# control_unit

--- src/rtl/cpu_ctrl_pkg.sv ---
// Shared definitions for the hardwired control unit: opcodes, IR field layout,
// FSM states and the opcode-to-instruction-class mapping.
package cpu_ctrl_pkg;

    localparam int OPC_LSB     = 27;
    localparam int RA_LSB      = 23;
    localparam int RB_LSB      = 19;
    localparam int RC_LSB      = 15;
    localparam int REG_FIELD_W = 4;

    localparam logic [4:0] OP_LD   = 5'b00000;
    localparam logic [4:0] OP_ST   = 5'b00010;
    localparam logic [4:0] OP_ADD  = 5'b00011;
    localparam logic [4:0] OP_SUB  = 5'b00100;
    localparam logic [4:0] OP_AND  = 5'b00101;
    localparam logic [4:0] OP_OR   = 5'b00110;
    localparam logic [4:0] OP_ROR  = 5'b00111;
    localparam logic [4:0] OP_ROL  = 5'b01000;
    localparam logic [4:0] OP_SHR  = 5'b01001;
    localparam logic [4:0] OP_SHRA = 5'b01010;
    localparam logic [4:0] OP_SHL  = 5'b01011;
    localparam logic [4:0] OP_MUL  = 5'b01111;
    localparam logic [4:0] OP_DIV  = 5'b10000;
    localparam logic [4:0] OP_NEG  = 5'b10001;
    localparam logic [4:0] OP_NOT  = 5'b10010;
    localparam logic [4:0] OP_MFHI = 5'b11000;
    localparam logic [4:0] OP_MFLO = 5'b11001;
    localparam logic [4:0] OP_NOP  = 5'b11010;
    localparam logic [4:0] OP_HALT = 5'b11011;

    typedef enum logic [3:0] {
        S_IDLE, S_T0, S_T1, S_T2, S_T3, S_T4, S_T5, S_T6, S_HALTED
    } state_e;

    typedef enum logic [3:0] {
        CLS_LD, CLS_ST, CLS_ALU3, CLS_UNARY, CLS_MULDIV,
        CLS_MFHI, CLS_MFLO, CLS_NOP, CLS_HALT, CLS_ILL
    } iclass_e;

    function automatic iclass_e op_class(input logic [4:0] op);
        case (op)
            OP_LD:                           return CLS_LD;
            OP_ST:                           return CLS_ST;
            OP_ADD, OP_SUB, OP_AND, OP_OR,
            OP_ROR, OP_ROL, OP_SHR, OP_SHRA,
            OP_SHL:                          return CLS_ALU3;
            OP_NEG, OP_NOT:                  return CLS_UNARY;
            OP_MUL, OP_DIV:                  return CLS_MULDIV;
            OP_MFHI:                         return CLS_MFHI;
            OP_MFLO:                         return CLS_MFLO;
            OP_NOP:                          return CLS_NOP;
            OP_HALT:                         return CLS_HALT;
            default:                         return CLS_ILL;
        endcase
    endfunction

endpackage

--- src/rtl/reg_select_decode.sv ---
// Converts the enabled IR register fields into a combined one-hot GPR strobe.
module reg_select_decode
    import cpu_ctrl_pkg::*;
#(
    parameter int NUM_GPR = 16
) (
    input  logic [REG_FIELD_W-1:0] ra_i,
    input  logic [REG_FIELD_W-1:0] rb_i,
    input  logic [REG_FIELD_W-1:0] rc_i,
    input  logic                   en_ra_i,
    input  logic                   en_rb_i,
    input  logic                   en_rc_i,
    output logic [NUM_GPR-1:0]     sel_o
);

    always_comb begin
        sel_o = '0;
        for (int unsigned i = 0; i < NUM_GPR; i++) begin
            sel_o[i] = (en_ra_i && (32'(ra_i) == i)) ||
                       (en_rb_i && (32'(rb_i) == i)) ||
                       (en_rc_i && (32'(rc_i) == i));
        end
    end

endmodule

--- src/rtl/control_unit.sv ---
// Hardwired Moore control FSM sequencing fetch/decode/execute on the single-bus datapath.
module control_unit
    import cpu_ctrl_pkg::*;
#(
    parameter int DATA_W  = 32,
    parameter int NUM_GPR = 16,
    parameter int OP_W    = 5
) (
    input  logic               Clock,
    input  logic               clr,
    input  logic               Strt,
    input  logic               Stop,
    input  logic [DATA_W-1:0]  IR,
    output logic [NUM_GPR-1:0] Rin,
    output logic [NUM_GPR-1:0] Rout,
    output logic               HIin,
    output logic               LOin,
    output logic               HIout,
    output logic               LOout,
    output logic               ZHIout,
    output logic               ZLOout,
    output logic               Zin,
    output logic               Yin,
    output logic               PCin,
    output logic               PCout,
    output logic               IncPC,
    output logic               MARin,
    output logic               MDRin,
    output logic               MDRout,
    output logic               IRin,
    output logic               Read,
    output logic               Write,
    output logic [OP_W-1:0]    alu_op,
    output logic               Run,
    output logic               illegal_op
);

    state_e  state_q, state_d;
    iclass_e cls;
    logic    boundary;
    logic    rin_ra, rout_ra, rout_rb, rout_rc;
    logic    ir_unused;

    assign alu_op    = IR[OPC_LSB +: OP_W];
    assign cls       = op_class(IR[OPC_LSB +: 5]);
    assign ir_unused = ^IR[RC_LSB-1:0];
    assign Run       = (state_q != S_IDLE) && (state_q != S_HALTED);

    always_ff @(posedge Clock) begin
        if (clr) state_q <= S_IDLE;
        else     state_q <= state_d;
    end

    // NOP/HALT resolve in T2 from the IR presented that cycle; others decode from T3.
    always_comb begin
        state_d  = state_q;
        boundary = 1'b0;
        case (state_q)
            S_IDLE:   if (Strt && !Stop) state_d = S_T0;
            S_T0:     state_d = S_T1;
            S_T1:     state_d = S_T2;
            S_T2: begin
                if (cls == CLS_HALT)     state_d = S_HALTED;
                else if (cls == CLS_NOP) boundary = 1'b1;
                else                     state_d = S_T3;
            end
            S_T3: begin
                if (cls == CLS_MFHI || cls == CLS_MFLO || cls == CLS_ILL) boundary = 1'b1;
                else                                                      state_d  = S_T4;
            end
            S_T4: begin
                if (cls == CLS_UNARY) boundary = 1'b1;
                else                  state_d  = S_T5;
            end
            S_T5: begin
                if (cls == CLS_MULDIV) state_d  = S_T6;
                else                   boundary = 1'b1;
            end
            S_T6:     boundary = 1'b1;
            S_HALTED: state_d = S_HALTED;
            default:  state_d = S_IDLE;
        endcase
        if (boundary) state_d = Stop ? S_IDLE : S_T0;
    end

    always_comb begin
        rin_ra = 1'b0; rout_ra = 1'b0; rout_rb = 1'b0; rout_rc = 1'b0;
        HIin = 1'b0; LOin = 1'b0; HIout = 1'b0; LOout = 1'b0;
        ZHIout = 1'b0; ZLOout = 1'b0; Zin = 1'b0; Yin = 1'b0;
        PCin = 1'b0; PCout = 1'b0; IncPC = 1'b0; MARin = 1'b0;
        MDRin = 1'b0; MDRout = 1'b0; IRin = 1'b0; Read = 1'b0; Write = 1'b0;
        illegal_op = 1'b0;
        case (state_q)
            S_T0: begin PCout = 1'b1; MARin = 1'b1; IncPC = 1'b1; Zin = 1'b1; end
            S_T1: begin ZLOout = 1'b1; PCin = 1'b1; Read = 1'b1; MDRin = 1'b1; end
            S_T2: begin MDRout = 1'b1; IRin = 1'b1; end
            S_T3: begin
                case (cls)
                    CLS_ALU3:      begin rout_rb = 1'b1; Yin = 1'b1; end
                    CLS_UNARY:     begin rout_rb = 1'b1; Zin = 1'b1; end
                    CLS_MULDIV:    begin rout_ra = 1'b1; Yin = 1'b1; end
                    CLS_MFHI:      begin HIout = 1'b1; rin_ra = 1'b1; end
                    CLS_MFLO:      begin LOout = 1'b1; rin_ra = 1'b1; end
                    CLS_LD, CLS_ST: begin rout_rb = 1'b1; MARin = 1'b1; end
                    CLS_ILL:       illegal_op = 1'b1;
                    default:       ;
                endcase
            end
            S_T4: begin
                case (cls)
                    CLS_ALU3:   begin rout_rc = 1'b1; Zin = 1'b1; end
                    CLS_UNARY:  begin ZLOout = 1'b1; rin_ra = 1'b1; end
                    CLS_MULDIV: begin rout_rb = 1'b1; Zin = 1'b1; end
                    CLS_LD:     begin Read = 1'b1; MDRin = 1'b1; end
                    CLS_ST:     begin rout_ra = 1'b1; MDRin = 1'b1; end
                    default:    ;
                endcase
            end
            S_T5: begin
                case (cls)
                    CLS_ALU3:   begin ZLOout = 1'b1; rin_ra = 1'b1; end
                    CLS_MULDIV: begin ZLOout = 1'b1; LOin = 1'b1; end
                    CLS_LD:     begin MDRout = 1'b1; rin_ra = 1'b1; end
                    CLS_ST:     Write = 1'b1;
                    default:    ;
                endcase
            end
            S_T6:    begin ZHIout = 1'b1; HIin = 1'b1; end
            default: ;
        endcase
    end

    reg_select_decode #(.NUM_GPR(NUM_GPR)) u_rin_dec (
        .ra_i    (IR[RA_LSB +: REG_FIELD_W]),
        .rb_i    (IR[RB_LSB +: REG_FIELD_W]),
        .rc_i    (IR[RC_LSB +: REG_FIELD_W]),
        .en_ra_i (rin_ra),
        .en_rb_i (1'b0),
        .en_rc_i (1'b0),
        .sel_o   (Rin)
    );

    reg_select_decode #(.NUM_GPR(NUM_GPR)) u_rout_dec (
        .ra_i    (IR[RA_LSB +: REG_FIELD_W]),
        .rb_i    (IR[RB_LSB +: REG_FIELD_W]),
        .rc_i    (IR[RC_LSB +: REG_FIELD_W]),
        .en_ra_i (rout_ra),
        .en_rb_i (rout_rb),
        .en_rc_i (rout_rc),
        .sel_o   (Rout)
    );

endmodule

--- config.mk ---
export PLATFORM = sky130hd
export DESIGN_NAME = control_unit
export DESIGN_NICKNAME = d
export VERILOG_FILES = /design/src/rtl/cpu_ctrl_pkg.sv /design/src/rtl/reg_select_decode.sv /design/src/rtl/control_unit.sv
export SDC_FILE = /design/constraint.sdc
export NUM_CORES = 1
export LEC_CHECK = 0
export CAP_MARGIN = 20
export CORE_UTILIZATION = 40
export CTS_CLUSTER_SIZE = 12
export DETAILED_ROUTE_END_ITERATION = 6
export GPL_TIMING_DRIVEN = 0
export PLACE_DENSITY_LB_ADDON = 0.1
export SKIP_LAST_GASP = 1
export SLEW_MARGIN = 20
export SYNTH_ARGS = -nofsm -noshare
export SYNTH_HDL_FRONTEND = slang
export SYNTH_SLANG_ARGS = --single-unit
--- constraint.sdc ---
create_clock -name Clock -period 4.59 [get_ports Clock]
set_input_delay 0.6885 -clock Clock [delete_from_list [all_inputs] [get_ports Clock]]
set_output_delay 0.6885 -clock Clock [all_outputs]
set_load 0.01 [all_outputs]
# axi_master_wrapper

### src/rtl/axi_master_wrapper.sv
// CPU-side request to AXI4 master bridge: one outstanding transaction,
// INCR read bursts of 1..16 beats and single-beat writes, completion via rsp_done.
module axi_master_wrapper #(
    parameter int              ID_W      = 4,
    parameter logic [ID_W-1:0] MASTER_ID = 4'd0,
    parameter int              ADDR_W    = 32,
    parameter int              DATA_W    = 32,
    parameter int              LEN_W     = 4
) (
    input  logic                  ACLK,
    input  logic                  ARESETn,
    // CPU request side
    input  logic                  req_valid,
    output logic                  req_ready,
    input  logic                  req_write,
    input  logic [ADDR_W-1:0]     req_addr,
    input  logic [LEN_W-1:0]      req_len,
    input  logic [DATA_W-1:0]     req_wdata,
    input  logic [DATA_W/8-1:0]   req_wstrb,
    output logic [DATA_W-1:0]     rsp_rdata,
    output logic                  rsp_rvalid,
    output logic                  rsp_done,
    output logic                  rsp_err,
    // AXI write address channel
    output logic [ID_W-1:0]       M_AWID,
    output logic [ADDR_W-1:0]     M_AWADDR,
    output logic [LEN_W-1:0]      M_AWLEN,
    output logic [2:0]            M_AWSIZE,
    output logic [1:0]            M_AWBURST,
    output logic                  M_AWVALID,
    input  logic                  M_AWREADY,
    // AXI write data channel
    output logic [DATA_W-1:0]     M_WDATA,
    output logic [DATA_W/8-1:0]   M_WSTRB,
    output logic                  M_WLAST,
    output logic                  M_WVALID,
    input  logic                  M_WREADY,
    // AXI write response channel
    input  logic [1:0]            M_BRESP,
    input  logic                  M_BVALID,
    output logic                  M_BREADY,
    // AXI read address channel
    output logic [ID_W-1:0]       M_ARID,
    output logic [ADDR_W-1:0]     M_ARADDR,
    output logic [LEN_W-1:0]      M_ARLEN,
    output logic [2:0]            M_ARSIZE,
    output logic [1:0]            M_ARBURST,
    output logic                  M_ARVALID,
    input  logic                  M_ARREADY,
    // AXI read data channel
    input  logic [DATA_W-1:0]     M_RDATA,
    input  logic [1:0]            M_RRESP,
    input  logic                  M_RLAST,
    input  logic                  M_RVALID,
    output logic                  M_RREADY
);

    localparam int          STRB_W     = DATA_W / 8;
    localparam logic [1:0]  RESP_OKAY  = 2'b00;
    localparam logic [1:0]  BURST_INCR = 2'b01;
    localparam logic [2:0]  SIZE_4B    = 3'b010;

    typedef enum logic [2:0] {
        ST_IDLE  = 3'd0,
        ST_RADDR = 3'd1,
        ST_RDATA = 3'd2,
        ST_WADDR = 3'd3,
        ST_WDATA = 3'd4,
        ST_WRESP = 3'd5
    } state_e;

    state_e              state_q, state_d;
    logic [ADDR_W-1:0]   addr_q,  addr_d;
    logic [LEN_W-1:0]    len_q,   len_d;
    logic [DATA_W-1:0]   wdata_q, wdata_d;
    logic [STRB_W-1:0]   wstrb_q, wstrb_d;
    logic [LEN_W-1:0]    cnt_q,   cnt_d;
    logic                err_q,   err_d;
    logic                beat_err;

    // Payloads come straight from the request latch, so they stay stable while valid is up
    assign M_AWID    = MASTER_ID;
    assign M_AWADDR  = addr_q;
    assign M_AWLEN   = {LEN_W{1'b0}};
    assign M_AWSIZE  = SIZE_4B;
    assign M_AWBURST = BURST_INCR;
    assign M_WDATA   = wdata_q;
    assign M_WSTRB   = wstrb_q;
    assign M_WLAST   = 1'b1;
    assign M_ARID    = MASTER_ID;
    assign M_ARADDR  = addr_q;
    assign M_ARLEN   = len_q;
    assign M_ARSIZE  = SIZE_4B;
    assign M_ARBURST = BURST_INCR;

    // Next-state, request latch, beat counting and channel handshakes
    always_comb begin
        state_d    = state_q;
        addr_d     = addr_q;
        len_d      = len_q;
        wdata_d    = wdata_q;
        wstrb_d    = wstrb_q;
        cnt_d      = cnt_q;
        err_d      = err_q;
        beat_err   = 1'b0;
        req_ready  = 1'b0;
        rsp_rvalid = 1'b0;
        rsp_rdata  = {DATA_W{1'b0}};
        rsp_done   = 1'b0;
        rsp_err    = 1'b0;
        M_AWVALID  = 1'b0;
        M_WVALID   = 1'b0;
        M_BREADY   = 1'b0;
        M_ARVALID  = 1'b0;
        M_RREADY   = 1'b0;

        case (state_q)
            ST_IDLE: begin
                req_ready = 1'b1;
                if (req_valid) begin
                    addr_d  = req_addr;
                    len_d   = req_len;
                    wdata_d = req_wdata;
                    wstrb_d = req_wstrb;
                    cnt_d   = {LEN_W{1'b0}};
                    err_d   = 1'b0;
                    state_d = req_write ? ST_WADDR : ST_RADDR;
                end else begin
                    state_d = ST_IDLE;
                end
            end
            ST_RADDR: begin
                M_ARVALID = 1'b1;
                if (M_ARREADY) begin
                    state_d = ST_RDATA;
                end else begin
                    state_d = ST_RADDR;
                end
            end
            ST_RDATA: begin
                M_RREADY = 1'b1;
                if (M_RVALID) begin
                    rsp_rvalid = 1'b1;
                    rsp_rdata  = M_RDATA;
                    // Flags early RLAST as well as a missing RLAST on the expected last beat
                    beat_err   = (M_RRESP != RESP_OKAY) || (M_RLAST != (cnt_q == len_q));
                    err_d      = err_q | beat_err;
                    if (cnt_q != {LEN_W{1'b1}}) begin
                        cnt_d = cnt_q + LEN_W'(1);
                    end else begin
                        cnt_d = cnt_q;
                    end
                    if (M_RLAST) begin
                        rsp_done = 1'b1;
                        rsp_err  = err_q | beat_err;
                        state_d  = ST_IDLE;
                    end else begin
                        state_d  = ST_RDATA;
                    end
                end else begin
                    state_d = ST_RDATA;
                end
            end
            ST_WADDR: begin
                M_AWVALID = 1'b1;
                if (M_AWREADY) begin
                    state_d = ST_WDATA;
                end else begin
                    state_d = ST_WADDR;
                end
            end
            ST_WDATA: begin
                M_WVALID = 1'b1;
                if (M_WREADY) begin
                    state_d = ST_WRESP;
                end else begin
                    state_d = ST_WDATA;
                end
            end
            ST_WRESP: begin
                M_BREADY = 1'b1;
                if (M_BVALID) begin
                    beat_err = (M_BRESP != RESP_OKAY);
                    err_d    = err_q | beat_err;
                    rsp_done = 1'b1;
                    rsp_err  = err_q | beat_err;
                    state_d  = ST_IDLE;
                end else begin
                    state_d  = ST_WRESP;
                end
            end
            default: begin
                state_d = ST_IDLE;
            end
        endcase
    end

    // State and request registers with synchronous active-low reset
    always_ff @(posedge ACLK) begin
        if (!ARESETn) begin
            state_q <= ST_IDLE;
            addr_q  <= {ADDR_W{1'b0}};
            len_q   <= {LEN_W{1'b0}};
            wdata_q <= {DATA_W{1'b0}};
            wstrb_q <= {STRB_W{1'b0}};
            cnt_q   <= {LEN_W{1'b0}};
            err_q   <= 1'b0;
        end else begin
            state_q <= state_d;
            addr_q  <= addr_d;
            len_q   <= len_d;
            wdata_q <= wdata_d;
            wstrb_q <= wstrb_d;
            cnt_q   <= cnt_d;
            err_q   <= err_d;
        end
    end

endmodule

### config.mk
export PLATFORM = sky130hd
export DESIGN_NAME = axi_master_wrapper
export DESIGN_NICKNAME = d
export VERILOG_FILES = /design/src/rtl/axi_master_wrapper.sv
export SDC_FILE = /design/constraint.sdc
export NUM_CORES = 1
export LEC_CHECK = 0
export CAP_MARGIN = 10
export CORE_AREA = 2 2 112 114
export CTS_CLUSTER_SIZE = 16
export DETAILED_ROUTE_END_ITERATION = 16
export DIE_AREA = 0 0 114 116
export MAX_ROUTING_LAYER = met4
export PLACE_DENSITY = 0.82
export SYNTH_ARGS = -nofsm -noshare
export SYNTH_HDL_FRONTEND = slang
export SYNTH_SLANG_ARGS = --single-unit
### constraint.sdc
create_clock -name ACLK -period 1.9 [get_ports ACLK]
set_input_delay 0.38 -clock ACLK [delete_from_list [all_inputs] [get_ports ACLK]]
set_output_delay 0.38 -clock ACLK [all_outputs]
set_load 0.01 [all_outputs]
# ab_input_debounce

### src/rtl/ab_input_debounce.sv
// Two-channel synchronizer and debouncer that produces clean a/b levels and rise pulses for the AND gate.
// Optional AB_DEBOUNCE_FALL_EN adds a_fall/b_fall one-cycle fall pulses.
module ab_input_debounce #(
  parameter  int SYNC_STAGES     = 2,
  parameter  int DEBOUNCE_CYCLES = 4,
  localparam int CNT_W           = $clog2(DEBOUNCE_CYCLES + 1)
) (
  input  logic clk,
  input  logic rst,
  input  logic a_raw,
  input  logic b_raw,
  output logic a_out,
  output logic b_out,
  output logic a_rise,
  output logic b_rise,
`ifdef AB_DEBOUNCE_FALL_EN
  output logic a_fall,
  output logic b_fall,
`endif
  output logic stable
);

  localparam logic [CNT_W-1:0] CNT_MAX = CNT_W'(DEBOUNCE_CYCLES - 1);

  logic [1:0]                  raw;
  logic [1:0][SYNC_STAGES-1:0] sync_q, sync_d;
  logic [1:0][CNT_W-1:0]       cnt_q, cnt_d;
  logic [1:0]                  out_q, out_d;
  logic [1:0]                  rise_q, rise_d;
`ifdef AB_DEBOUNCE_FALL_EN
  logic [1:0]                  fall_q, fall_d;
`endif

  assign raw = {b_raw, a_raw};

  always_comb begin
    sync_d = sync_q;
    cnt_d  = cnt_q;
    out_d  = out_q;
    for (int ch = 0; ch < 2; ch++) begin
      sync_d[ch] = {sync_q[ch][SYNC_STAGES-2:0], raw[ch]};
      // Any cycle where the synchronized level agrees with the output discards the pending count.
      if (sync_q[ch][SYNC_STAGES-1] == out_q[ch]) begin
        cnt_d[ch] = '0;
      end else if (cnt_q[ch] == CNT_MAX) begin
        out_d[ch] = sync_q[ch][SYNC_STAGES-1];
        cnt_d[ch] = '0;
      end else begin
        cnt_d[ch] = cnt_q[ch] + CNT_W'(1);
      end
    end
    rise_d = out_d & ~out_q;
  end

`ifdef AB_DEBOUNCE_FALL_EN
  always_comb begin
    fall_d = ~out_d & out_q;
  end
`endif

  always_ff @(posedge clk or posedge rst) begin
    if (rst) begin
      sync_q <= '0;
      cnt_q  <= '0;
      out_q  <= '0;
      rise_q <= '0;
    end else begin
      sync_q <= sync_d;
      cnt_q  <= cnt_d;
      out_q  <= out_d;
      rise_q <= rise_d;
    end
  end

`ifdef AB_DEBOUNCE_FALL_EN
  always_ff @(posedge clk or posedge rst) begin
    if (rst) begin
      fall_q <= '0;
    end else begin
      fall_q <= fall_d;
    end
  end

  assign a_fall = fall_q[0];
  assign b_fall = fall_q[1];
`endif

  assign a_out  = out_q[0];
  assign b_out  = out_q[1];
  assign a_rise = rise_q[0];
  assign b_rise = rise_q[1];
  assign stable = (cnt_q[0] == '0) && (cnt_q[1] == '0);

endmodule

### config.mk
export PLATFORM = sky130hd
export DESIGN_NAME = ab_input_debounce
export DESIGN_NICKNAME = d
export VERILOG_FILES = /design/src/rtl/ab_input_debounce.sv
export SDC_FILE = /design/constraint.sdc
export NUM_CORES = 1
export LEC_CHECK = 0
export CORE_MARGIN = 8
export CORE_UTILIZATION = 40
export DETAILED_ROUTE_END_ITERATION = 16
export GPL_ROUTABILITY_DRIVEN = 0
export SLEW_MARGIN = 20
export SYNTH_ARGS = -nofsm -noshare
export SYNTH_HDL_FRONTEND = slang
export SYNTH_SLANG_ARGS = --single-unit
### constraint.sdc
create_clock -name clk -period 2.8 [get_ports clk]
set_clock_uncertainty 0.15 [all_clocks]
set_input_delay 0.42 -clock clk [delete_from_list [all_inputs] [get_ports clk]]
set_output_delay 0.42 -clock clk [all_outputs]
set_load 0.02 [all_outputs]
# lcd_backlight_sched

==> src/rtl/lcd_backlight_sched_pkg.sv <==
// Shared definitions for the LCD backlight scheduler and its timing helpers.
package lcd_backlight_sched_pkg;

  localparam int LEVEL_W   = 5;
  localparam int LEVEL_MAX = 31;
  localparam int US_PER_MS = 1000;

  localparam logic [1:0] ST_OFF    = 2'd0;
  localparam logic [1:0] ST_RAMP   = 2'd1;
  localparam logic [1:0] ST_STEADY = 2'd2;

  typedef logic [LEVEL_W-1:0] level_t;

  function automatic level_t min_level(input level_t a, input level_t b);
    return (a < b) ? a : b;
  endfunction

endpackage

==> src/rtl/lcd_backlight_sched_tick_gen.sv <==
// Free-running microsecond / millisecond strobe generator shared by LCD timing blocks.
module lcd_tick_gen
  import lcd_backlight_sched_pkg::*;
#(
  parameter int CLK_HZ = 100000000
) (
  input  logic clk,
  input  logic srst,
  output logic us_tick,
  output logic ms_tick
);

  localparam int DIV   = CLK_HZ / 1000000;
  localparam int DIV_W = (DIV > 1) ? $clog2(DIV) : 1;
  localparam int MS_W  = $clog2(US_PER_MS);

  logic [DIV_W-1:0] div_cnt;
  logic [MS_W-1:0]  us_cnt;

  assign us_tick = (div_cnt == DIV_W'(DIV - 1));
  assign ms_tick = us_tick && (us_cnt == MS_W'(US_PER_MS - 1));

  always_ff @(posedge clk) begin
    if (srst) begin
      div_cnt <= '0;
      us_cnt  <= '0;
    end else begin
      div_cnt <= us_tick ? '0 : div_cnt + DIV_W'(1);
      if (us_tick) us_cnt <= ms_tick ? '0 : us_cnt + MS_W'(1);
    end
  end

endmodule

==> src/rtl/lcd_backlight_sched.sv <==
// Arbitrates user/idle/force-off/cap into a target level and ramps the EZDim level one step per STEP_US.
module lcd_backlight_sched
  import lcd_backlight_sched_pkg::*;
#(
  parameter int          CLK_HZ     = 100000000,
  parameter int          STEP_US    = 2000,
  parameter int          IDLE_MS    = 60000,
  parameter logic [4:0]  DIM_LEVEL  = 5'd4,
  parameter logic [4:0]  INIT_LEVEL = 5'd20
) (
  input  logic       clk,
  input  logic       srst,
  input  logic [4:0] user_level,
  input  logic       user_wr,
  input  logic       activity,
  input  logic       force_off,
  input  logic [4:0] cap_level,
  output logic [4:0] level_out,
  output logic       ramping,
  output logic       dimmed
);

  localparam int IDLE_W = (IDLE_MS > 0) ? $clog2(IDLE_MS + 1) : 1;
  localparam int STEP_W = (STEP_US > 1) ? $clog2(STEP_US + 1) : 1;

  logic              us_tick, ms_tick;
  logic [IDLE_W-1:0] idle_cnt;
  logic [STEP_W-1:0] step_cnt;
  level_t            user_reg, target, raw, next_lvl;
  logic [1:0]        state;
  logic              step_due;

  lcd_tick_gen #(.CLK_HZ(CLK_HZ)) u_tick (
    .clk     (clk),
    .srst    (srst),
    .us_tick (us_tick),
    .ms_tick (ms_tick)
  );

  // Idle timer saturates at IDLE_MS; a clear in the timeout cycle wins.
  always_ff @(posedge clk) begin
    if (srst || user_wr || activity)
      idle_cnt <= '0;
    else if (ms_tick && (IDLE_MS != 0) && (idle_cnt != IDLE_W'(IDLE_MS)))
      idle_cnt <= idle_cnt + IDLE_W'(1);
  end

  assign dimmed = (IDLE_MS != 0) && (idle_cnt == IDLE_W'(IDLE_MS));

  always_comb begin
    raw = user_reg;
    if (force_off)   raw = '0;
    else if (dimmed) raw = min_level(user_reg, DIM_LEVEL);
  end

  always_ff @(posedge clk) begin
    if (srst) begin
      user_reg <= INIT_LEVEL;
      target   <= '0;
    end else begin
      if (user_wr) user_reg <= user_level;
      target <= min_level(raw, cap_level);
    end
  end

  assign step_due = us_tick && (step_cnt == STEP_W'(STEP_US - 1));
  assign next_lvl = (target > level_out) ? level_out + 5'd1 : level_out - 5'd1;
  assign ramping  = (state == ST_RAMP);

  always_ff @(posedge clk) begin
    if (srst || force_off) begin
      state     <= ST_OFF;
      level_out <= '0;
      step_cnt  <= '0;
    end else begin
      case (state)
        ST_OFF: begin
          level_out <= '0;
          if (target != '0) begin
            step_cnt <= '0;
            state    <= ST_RAMP;
          end
        end
        ST_RAMP: begin
          if (level_out == target) begin
            state <= ST_STEADY;
          end else if (step_due) begin
            // direction comes from the current target, so mid-ramp retargets reverse cleanly
            level_out <= next_lvl;
            step_cnt  <= '0;
            if (next_lvl == target) state <= ST_STEADY;
          end else if (us_tick) begin
            step_cnt <= step_cnt + STEP_W'(1);
          end
        end
        ST_STEADY: begin
          if (target != level_out) begin
            step_cnt <= '0;
            state    <= ST_RAMP;
          end
        end
        default: begin
          state     <= ST_OFF;
          level_out <= '0;
        end
      endcase
    end
  end

endmodule

==> config.mk <==
export PLATFORM = sky130hd
export DESIGN_NAME = lcd_backlight_sched
export DESIGN_NICKNAME = d
export VERILOG_FILES = /design/src/rtl/lcd_backlight_sched_pkg.sv /design/src/rtl/lcd_backlight_sched_tick_gen.sv /design/src/rtl/lcd_backlight_sched.sv
export SDC_FILE = /design/constraint.sdc
export NUM_CORES = 1
export LEC_CHECK = 0
export ABC_AREA = 0
export CORE_AREA = 2 2 77 79
export DETAILED_ROUTE_END_ITERATION = 10
export DIE_AREA = 0 0 79 81
export GPL_TIMING_DRIVEN = 0
export HOLD_SLACK_MARGIN = 0.02
export PLACE_DENSITY = 0.89
export SKIP_LAST_GASP = 1
export SLEW_MARGIN = 20
export SYNTH_ARGS = -nofsm -noshare
export SYNTH_HDL_FRONTEND = slang
export SYNTH_SLANG_ARGS = --single-unit
==> constraint.sdc <==
create_clock -name clk -period 4.15 [get_ports clk]
set_clock_uncertainty 0.15 [all_clocks]
set_input_delay 0.6225 -clock clk [delete_from_list [all_inputs] [get_ports clk]]
set_output_delay 0.6225 -clock clk [all_outputs]
set_load 0.005 [all_outputs]
Figure 1. Cell placement (ab_input_debounce).
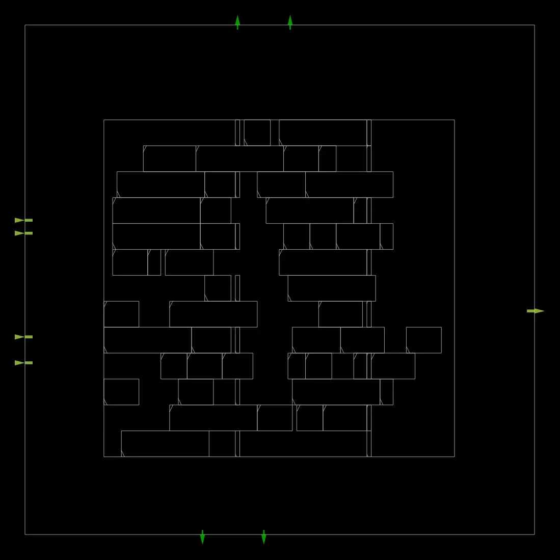
Well Taps: 15
flop share of the area: 50.27%
Row Count: 13

Figure 2. Signal wires by layer (ab_input_debounce).
Scale bar: 20 um. Only two layers are drawn.
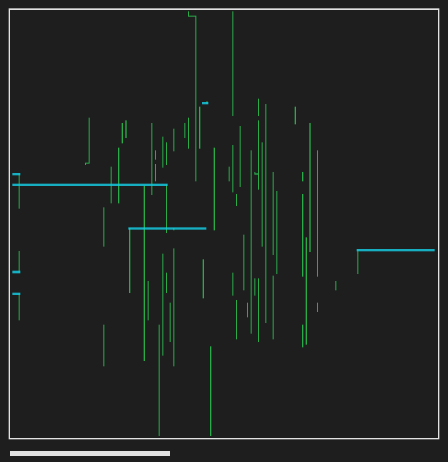
metal 3: marked cyan, wire length 40.2 um. metal 2: marked green, wire length 434 um.

==> impl_metrics.ini, ab_input_debounce <==
; synthesis and place-and-route metrics
[global_route]
grt_max_degree = 15
grt_pass1_wl_um = 1414
overflow = 0

[layout]
diodes = 0
final_nets = 59
logic_area_um2 = 192.7
final_cells = 65
clkCellAreaFrac_pct = 5.206
design_area_um2 = 696.9

[worst_setup_path]
start_kind = flop
cp.depth = 4
cp.required_ps = 2230
crit_start = cnt_q[0]$_DFF_PP0_
endpoint_kind = output port
crit_type = flop to output port

[clock_tree]
cts_tree = built
clk-insertion-delay-late_ps = 280

[drt]
via_per_inst = 4.677
post_drt_wl_per_cell_um = 12.86
vias = 304

[synthesis]
ys_types = 12

[die]
core_area_mm2 = 0.001301
io_pins = 9
dieWidth_um = 53.48

[place]
place.port_buffers = 8
hpwlAfterDp_um = 680.2

[status]
status = finished clean

[hold_path]
min_path_cells = 0

[timing]
hold_ws_ps = 213.3
[ab_input_debounce: power breakdown]
part           switching (W)  leakage, nW  internal (W)
registers          0.0000324        0.178      0.000245
logic              0.0000971        0.129      0.000119
clock network      0.0000624       0.0210     0.0000791
[ab_input_debounce: kinds of logic after synthesis]
family,Yosys count,synth area share (%)
flip-flops,14,62.36
AND/OR/NAND/NOR,11,17.60
buffers and inverters,5,3.341
adder cells (fa/ha/maj),4,8.909
XOR/XNOR,2,3.119
multiplexers,2,4.676
[ab_input_debounce: layout by cell type, fill, tap and decap left out, types with 2 or more instances in the layout]
| cell type | count |
|---|---|
| ha_1 | 4 |
| clkbuf_4 | 3 |
| nor2b_4 | 2 |
| xnor2_1 | 2 |
| dfrtp_1 | 14 |
| inv_1 | 5 |
| nor3b_1 | 4 |
| nor3_1 | 2 |
| clkdlybuf4s50_1 | 8 |
[ab_input_debounce: flip-flops by register name, indices dropped and copies added, names as in the netlist]
register,count
cnt_q,6
out_q,2
rise_q,2
sync_d,2
sync_q,2
[ab_input_debounce: routing by layer]
layer | vias to the layer above | wire [um]
met4 | 0 | 15
li1 | 150 | -
met2 | 8 | 433
met3 | 2 | 40
met1 | 144 | 346
met5 | - | 0
Figure 3. Wire density map (axi_master_wrapper).
Scale bar: 20 um. The die is cut into 23 by 23 equal tiles; black is low, pale yellow is high, scaled to the fullest tile. Values are wire area over tile area, all layers added.
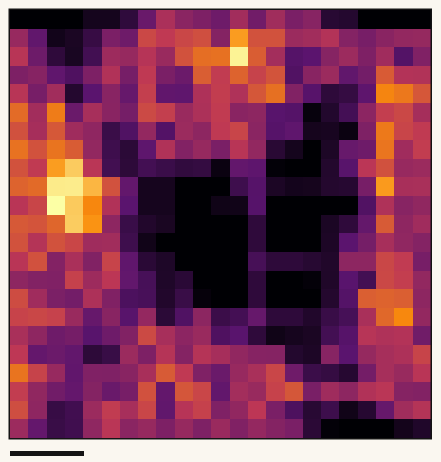
The mean over all tiles is 0.15. The emptiest ninth of the die: center. 20% of the tiles are over half the peak. 11% of the tiles are nearly empty.

==> impl_metrics.ini, axi_master_wrapper <==
; synthesis and place-and-route metrics
[drt]
wl_met2_um = 6603

[flow_run]
warnings = 28

[timing]
setup-violations-final = 34
setup_tns_ps = -4417
fin_ws_ps = -192.9

[global_route]
overflow = 0
use_met2_pct = 33.61
grt_pass1_wl_um = 18560
track_usage_pct = 18.50

[worst_setup_path]
crit_chain = xor2_1 -> nor4_2 -> buf_4 -> mux2i_4 -> o21ai_2 -> buf_2
crit_start = M_ARLEN[1]$_SDFFE_PN0P_
cp.buffers_inverters = 2

[pwr]
power.switching_w = 0.001418
p_seq_share_pct = 36.6
pwr-share-comb_pct = 30.4

[synthesis]
top_cell_area_share_pct = 42.78
simple_gate_area_share_pct = 24.83
top_cell = nand2_1
yosys.area_share.aoi_pct = 12.73
yosys-stat-area_mm2 = 0.003744
ys_types = 39

[die]
die_h_um = 116
rows = 40

[layout]
diodes = 0
final_nets = 860
comb-cell-share_pct = 24.81

[status]
status = finished with violations
violations = setup timing

[clock_tree]
postCtsSetupBuffers = 9
[axi_master_wrapper: power by group through the flow]
stage / Sequential (W) / Clock [W] / Combinational, W
after floorplan: 0.00200 / 0 / 0.000634
after global placement: 0.00194 / 0 / 0.00147
after detailed placement: 0.00195 / 0 / 0.00149
after CTS: 0.00191 / 0.00178 / 0.00156
after global routing: 0.00193 / 0.00185 / 0.00171
final: 0.00191 / 0.00172 / 0.00159
[axi_master_wrapper: per-stage QoR]
stage | hold WS, ps | utilization [%] | total power [W]
after floorplan | 480.5 | - | 0.002630
after global placement | 440.9 | 53.79 | 0.003411
after detailed placement | 445.9 | 53.79 | 0.003433
after CTS | 454.2 | 57.82 | 0.005255
after global routing | 471.4 | 58.60 | 0.005491
final | 452.5 | 58.60 | 0.005219
[axi_master_wrapper: cell usage in the layout (no fill, tap or decap), drive strengths merged, types with 2 or more instances in the layout]
master / n
nand3: 2
a21oi: 76
o21ai: 3
dlygate4sd2: 5
nor2b: 2
and2: 33
dfxtp: 80
nor2: 8
clkbuf: 12
mux2i: 3
clkinv: 3
buf: 87
nand2: 155
clkdlybuf4s50: 220
inv: 4
conb: 23
xor2: 5
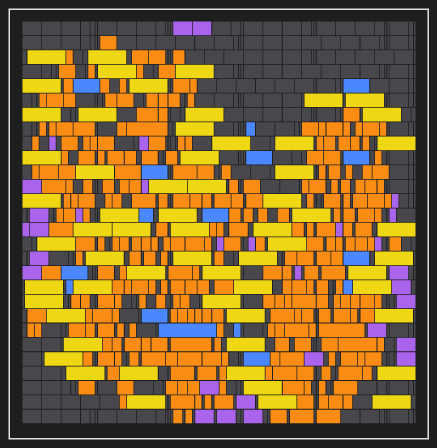
Figure 4: lcd_backlight_sched, placed cells, one color a class.
Fill, decap, tap and diode cells in gray.
combinational and other logic: marked orange, cells 290, share of their area 54%. sequential cells: marked yellow, cells 61, share of their area 34%. remaining buffers and delay cells: marked purple, cells 31, share of their area 6.6%. clock drivers and dummy loads: marked blue, cells 16, share of their area 5.4%.

==> impl_metrics.ini, lcd_backlight_sched <==
; synthesis and place-and-route metrics
[layout]
final-nonclk-buf-share_pct = 6.459
mostFrequentLayoutCells = dfxtp_1 (61), nor2_1 (53), nand2_1 (25)
comb-cell-share_pct = 50.72

[clock_tree]
cts.sinks = 61
htreeDepth = 3
cts_tree = built

[synthesis]
yosys.area_share.aoi_pct = 6.601
ys_seq_share_pct = 38.35

[status]
status = finished clean

[worst_setup_path]
worstPathMaxFanout = 7

[die]
dieWidth_um = 79

[drt]
routed_wl_um = 6551

[pwr]
power.switching_w = 0.0003271

[timing]
fin_crit_sh_pct = 91.50
hold_ws_ps = 303.8
## lcd_backlight_sched: power groups by stage
stage                     combinational (W)  sequential (W)  clock, W
after global routing               0.000184        0.000608  0.000560
final                              0.000167        0.000606  0.000518
after floorplan                    0.000121        0.000617         0
after detailed placement           0.000166        0.000619         0
after global placement             0.000157        0.000619         0
after CTS                          0.000167        0.000606  0.000529
## lcd_backlight_sched: worst min path at each step
stage	start	end	slack [ps]	cells after the start
CTS	u_tick.div_cnt[0]$_SDFF_PP0_	u_tick.div_cnt[0]$_SDFF_PP0_	300	1
floorplan	u_tick.div_cnt[0]$_SDFF_PP0_	u_tick.div_cnt[0]$_SDFF_PP0_	270	1
global placement	u_tick.div_cnt[0]$_SDFF_PP0_	u_tick.div_cnt[0]$_SDFF_PP0_	290	1
finish	u_tick.div_cnt[0]$_SDFF_PP0_	u_tick.div_cnt[0]$_SDFF_PP0_	300	1
global route	u_tick.div_cnt[0]$_SDFF_PP0_	u_tick.div_cnt[0]$_SDFF_PP0_	320	1
detailed placement	u_tick.div_cnt[0]$_SDFF_PP0_	u_tick.div_cnt[0]$_SDFF_PP0_	290	1
Figure 5. Signal wires by layer (control_unit).
Scale bar: 20 um. Only two layers are drawn.
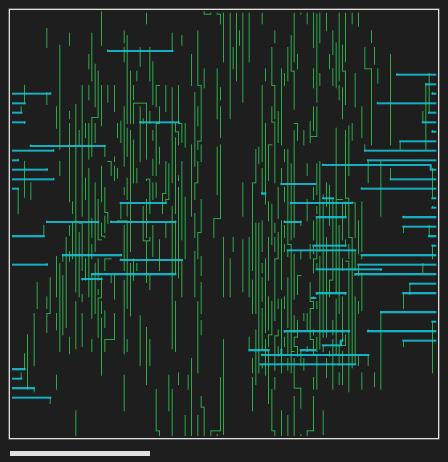
metal 2: marked green, wire length 2060 um. metal 3: marked cyan, wire length 375 um.

Figure 6. Wire density map (control_unit).
Scale bar: 20 um. The die is cut into 12 by 12 equal tiles; black is low, pale yellow is high, scaled to the fullest tile. Values are wire area over tile area, all layers added.
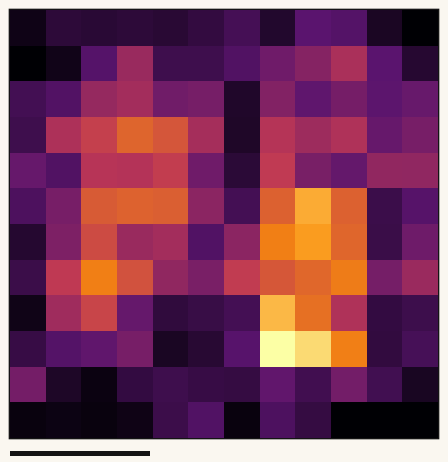
The fullest tile reaches 0.62. The mean over all tiles is 0.19. 3.5% of the tiles are nearly empty. The emptiest ninth of the die: lower left.

==> impl_metrics.ini, control_unit <==
; synthesis and place-and-route metrics
[status]
status = finished with violations
violations = DRC

[hold_path]
min_from = state_q[2]$_SDFFE_PP0P_

[synthesis]
simple_gate_area_share_pct = 45.20
ys_types = 56
muxShareOfSynthArea_pct = 1.512
top_cells_by_count = nand2_1 (27), nor2_1 (26), nand2b_1 (17)
syn_nets = 252
ys_sh_adder_pct = 2.669
ys_cells = 213
xor_share_pct = 0.6228
synth.avg_cell_area_um2 = 6.603

[pwr]
pwr.group.clock_w = 0.0000415
p_seq_w = 0.0000682
swShare_pct = 46.82
pwr-share-comb_pct = 77.4

[worst_setup_path]
r2r_start = state_q[0]$_SDFFE_PP0P_

[global_route]
track_usage_pct = 22.35

[layout]
final_util_pct = 67.89

[drt]
drcViolationCount = 4
antenna_left = 0
wl_met2_um = 2063
routed_wl_um = 4367
dr_wl_met3_um = 375

[timing]
min_period_ps = 4535
grt_setup_unrepaired = yes

[clock_tree]
postCtsSetupBuffers = 0
cts_tree = built

[place]
place.port_buffers = 74
-- control_unit: cells in the final DEF, fill, tap and decap left out, types with 4 or more instances in the layout --
cell type | netlist | routed
dfxtp_1 | 4 | 4
nor2_1 | 26 | 26
nand3_1 | 9 | 8
a22oi_1 | 5 | 5
o211ai_1 | 9 | 9
buf_4 | 7 | 10
nor3_1 | 9 | 9
nand2_1 | 27 | 27
nand4_1 | 4 | 4
o21ai_0 | 9 | 8
nor2b_1 | 4 | 4
nand2b_1 | 17 | 17
a21oi_1 | 7 | 7
clkdlybuf4s50_1 | 0 | 71
inv_1 | 13 | 13
-- control_unit: layout make-up --
type | count | area (um2)
clock buffer | 3 | 22.52
sequential | 4 | 80.08
tap | 46 | 57.56
timing repair buffer | 76 | 763.2
fill | 310 | 1080
multi-input combinational | 181 | 1215
inverter | 14 | 52.55
buffer | 14 | 92.59
-- control_unit: per-stage QoR --
stage / area (um2) / instances
5_1_grt: 2283 / 338
6_report: 2283 / 338
2_1_floorplan: 1406 / 213
3_3_place_gp: 2205 / 333
3_5_place_dp: 2205 / 333
4_1_cts: 2230 / 336


==> layout pictures side by side <==
Placed cells, one color a class.
Fill, decap, tap and diode cells in gray.
image #1
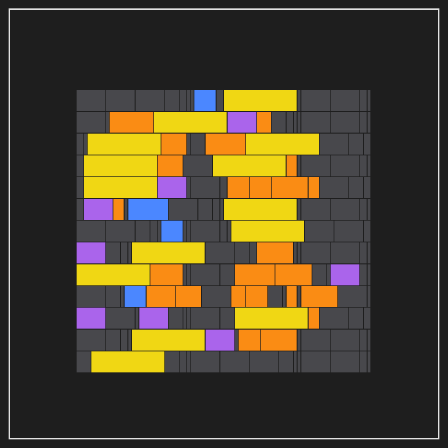
image #2
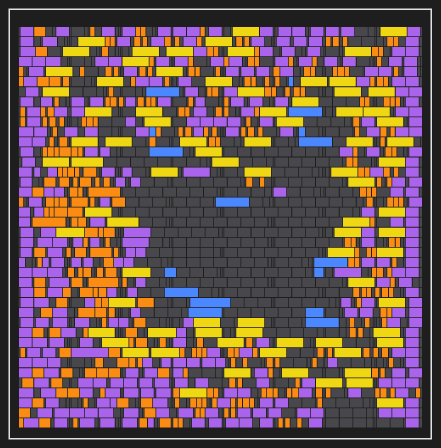
image #3
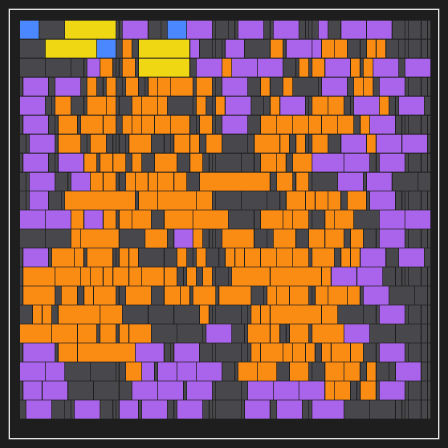
image #3 -> control_unit
image #2 -> axi_master_wrapper
image #1 -> ab_input_debounce


==> screenshots <==
Cell placement.
panel A
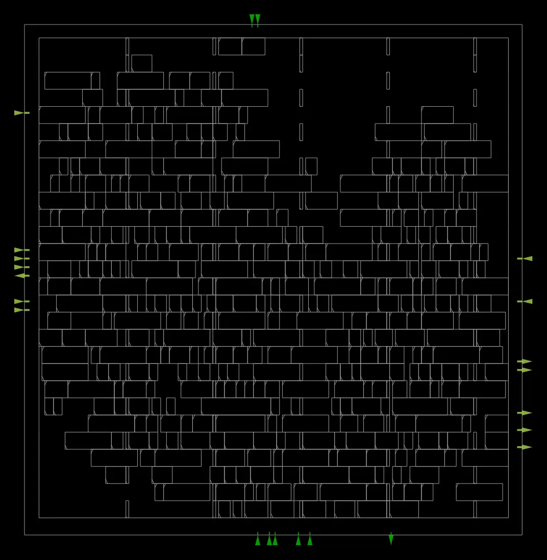
panel B
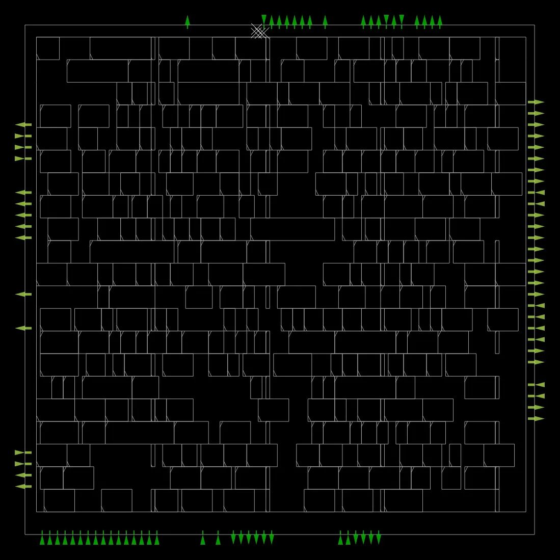
panel C
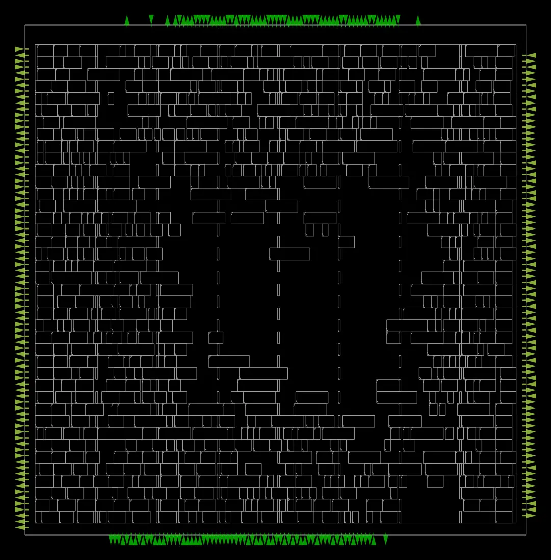
Panel B is control_unit.
Panel C is axi_master_wrapper.
Panel A is lcd_backlight_sched.

Power figures rest on the tool's default switching activity, not on a simulated workload.
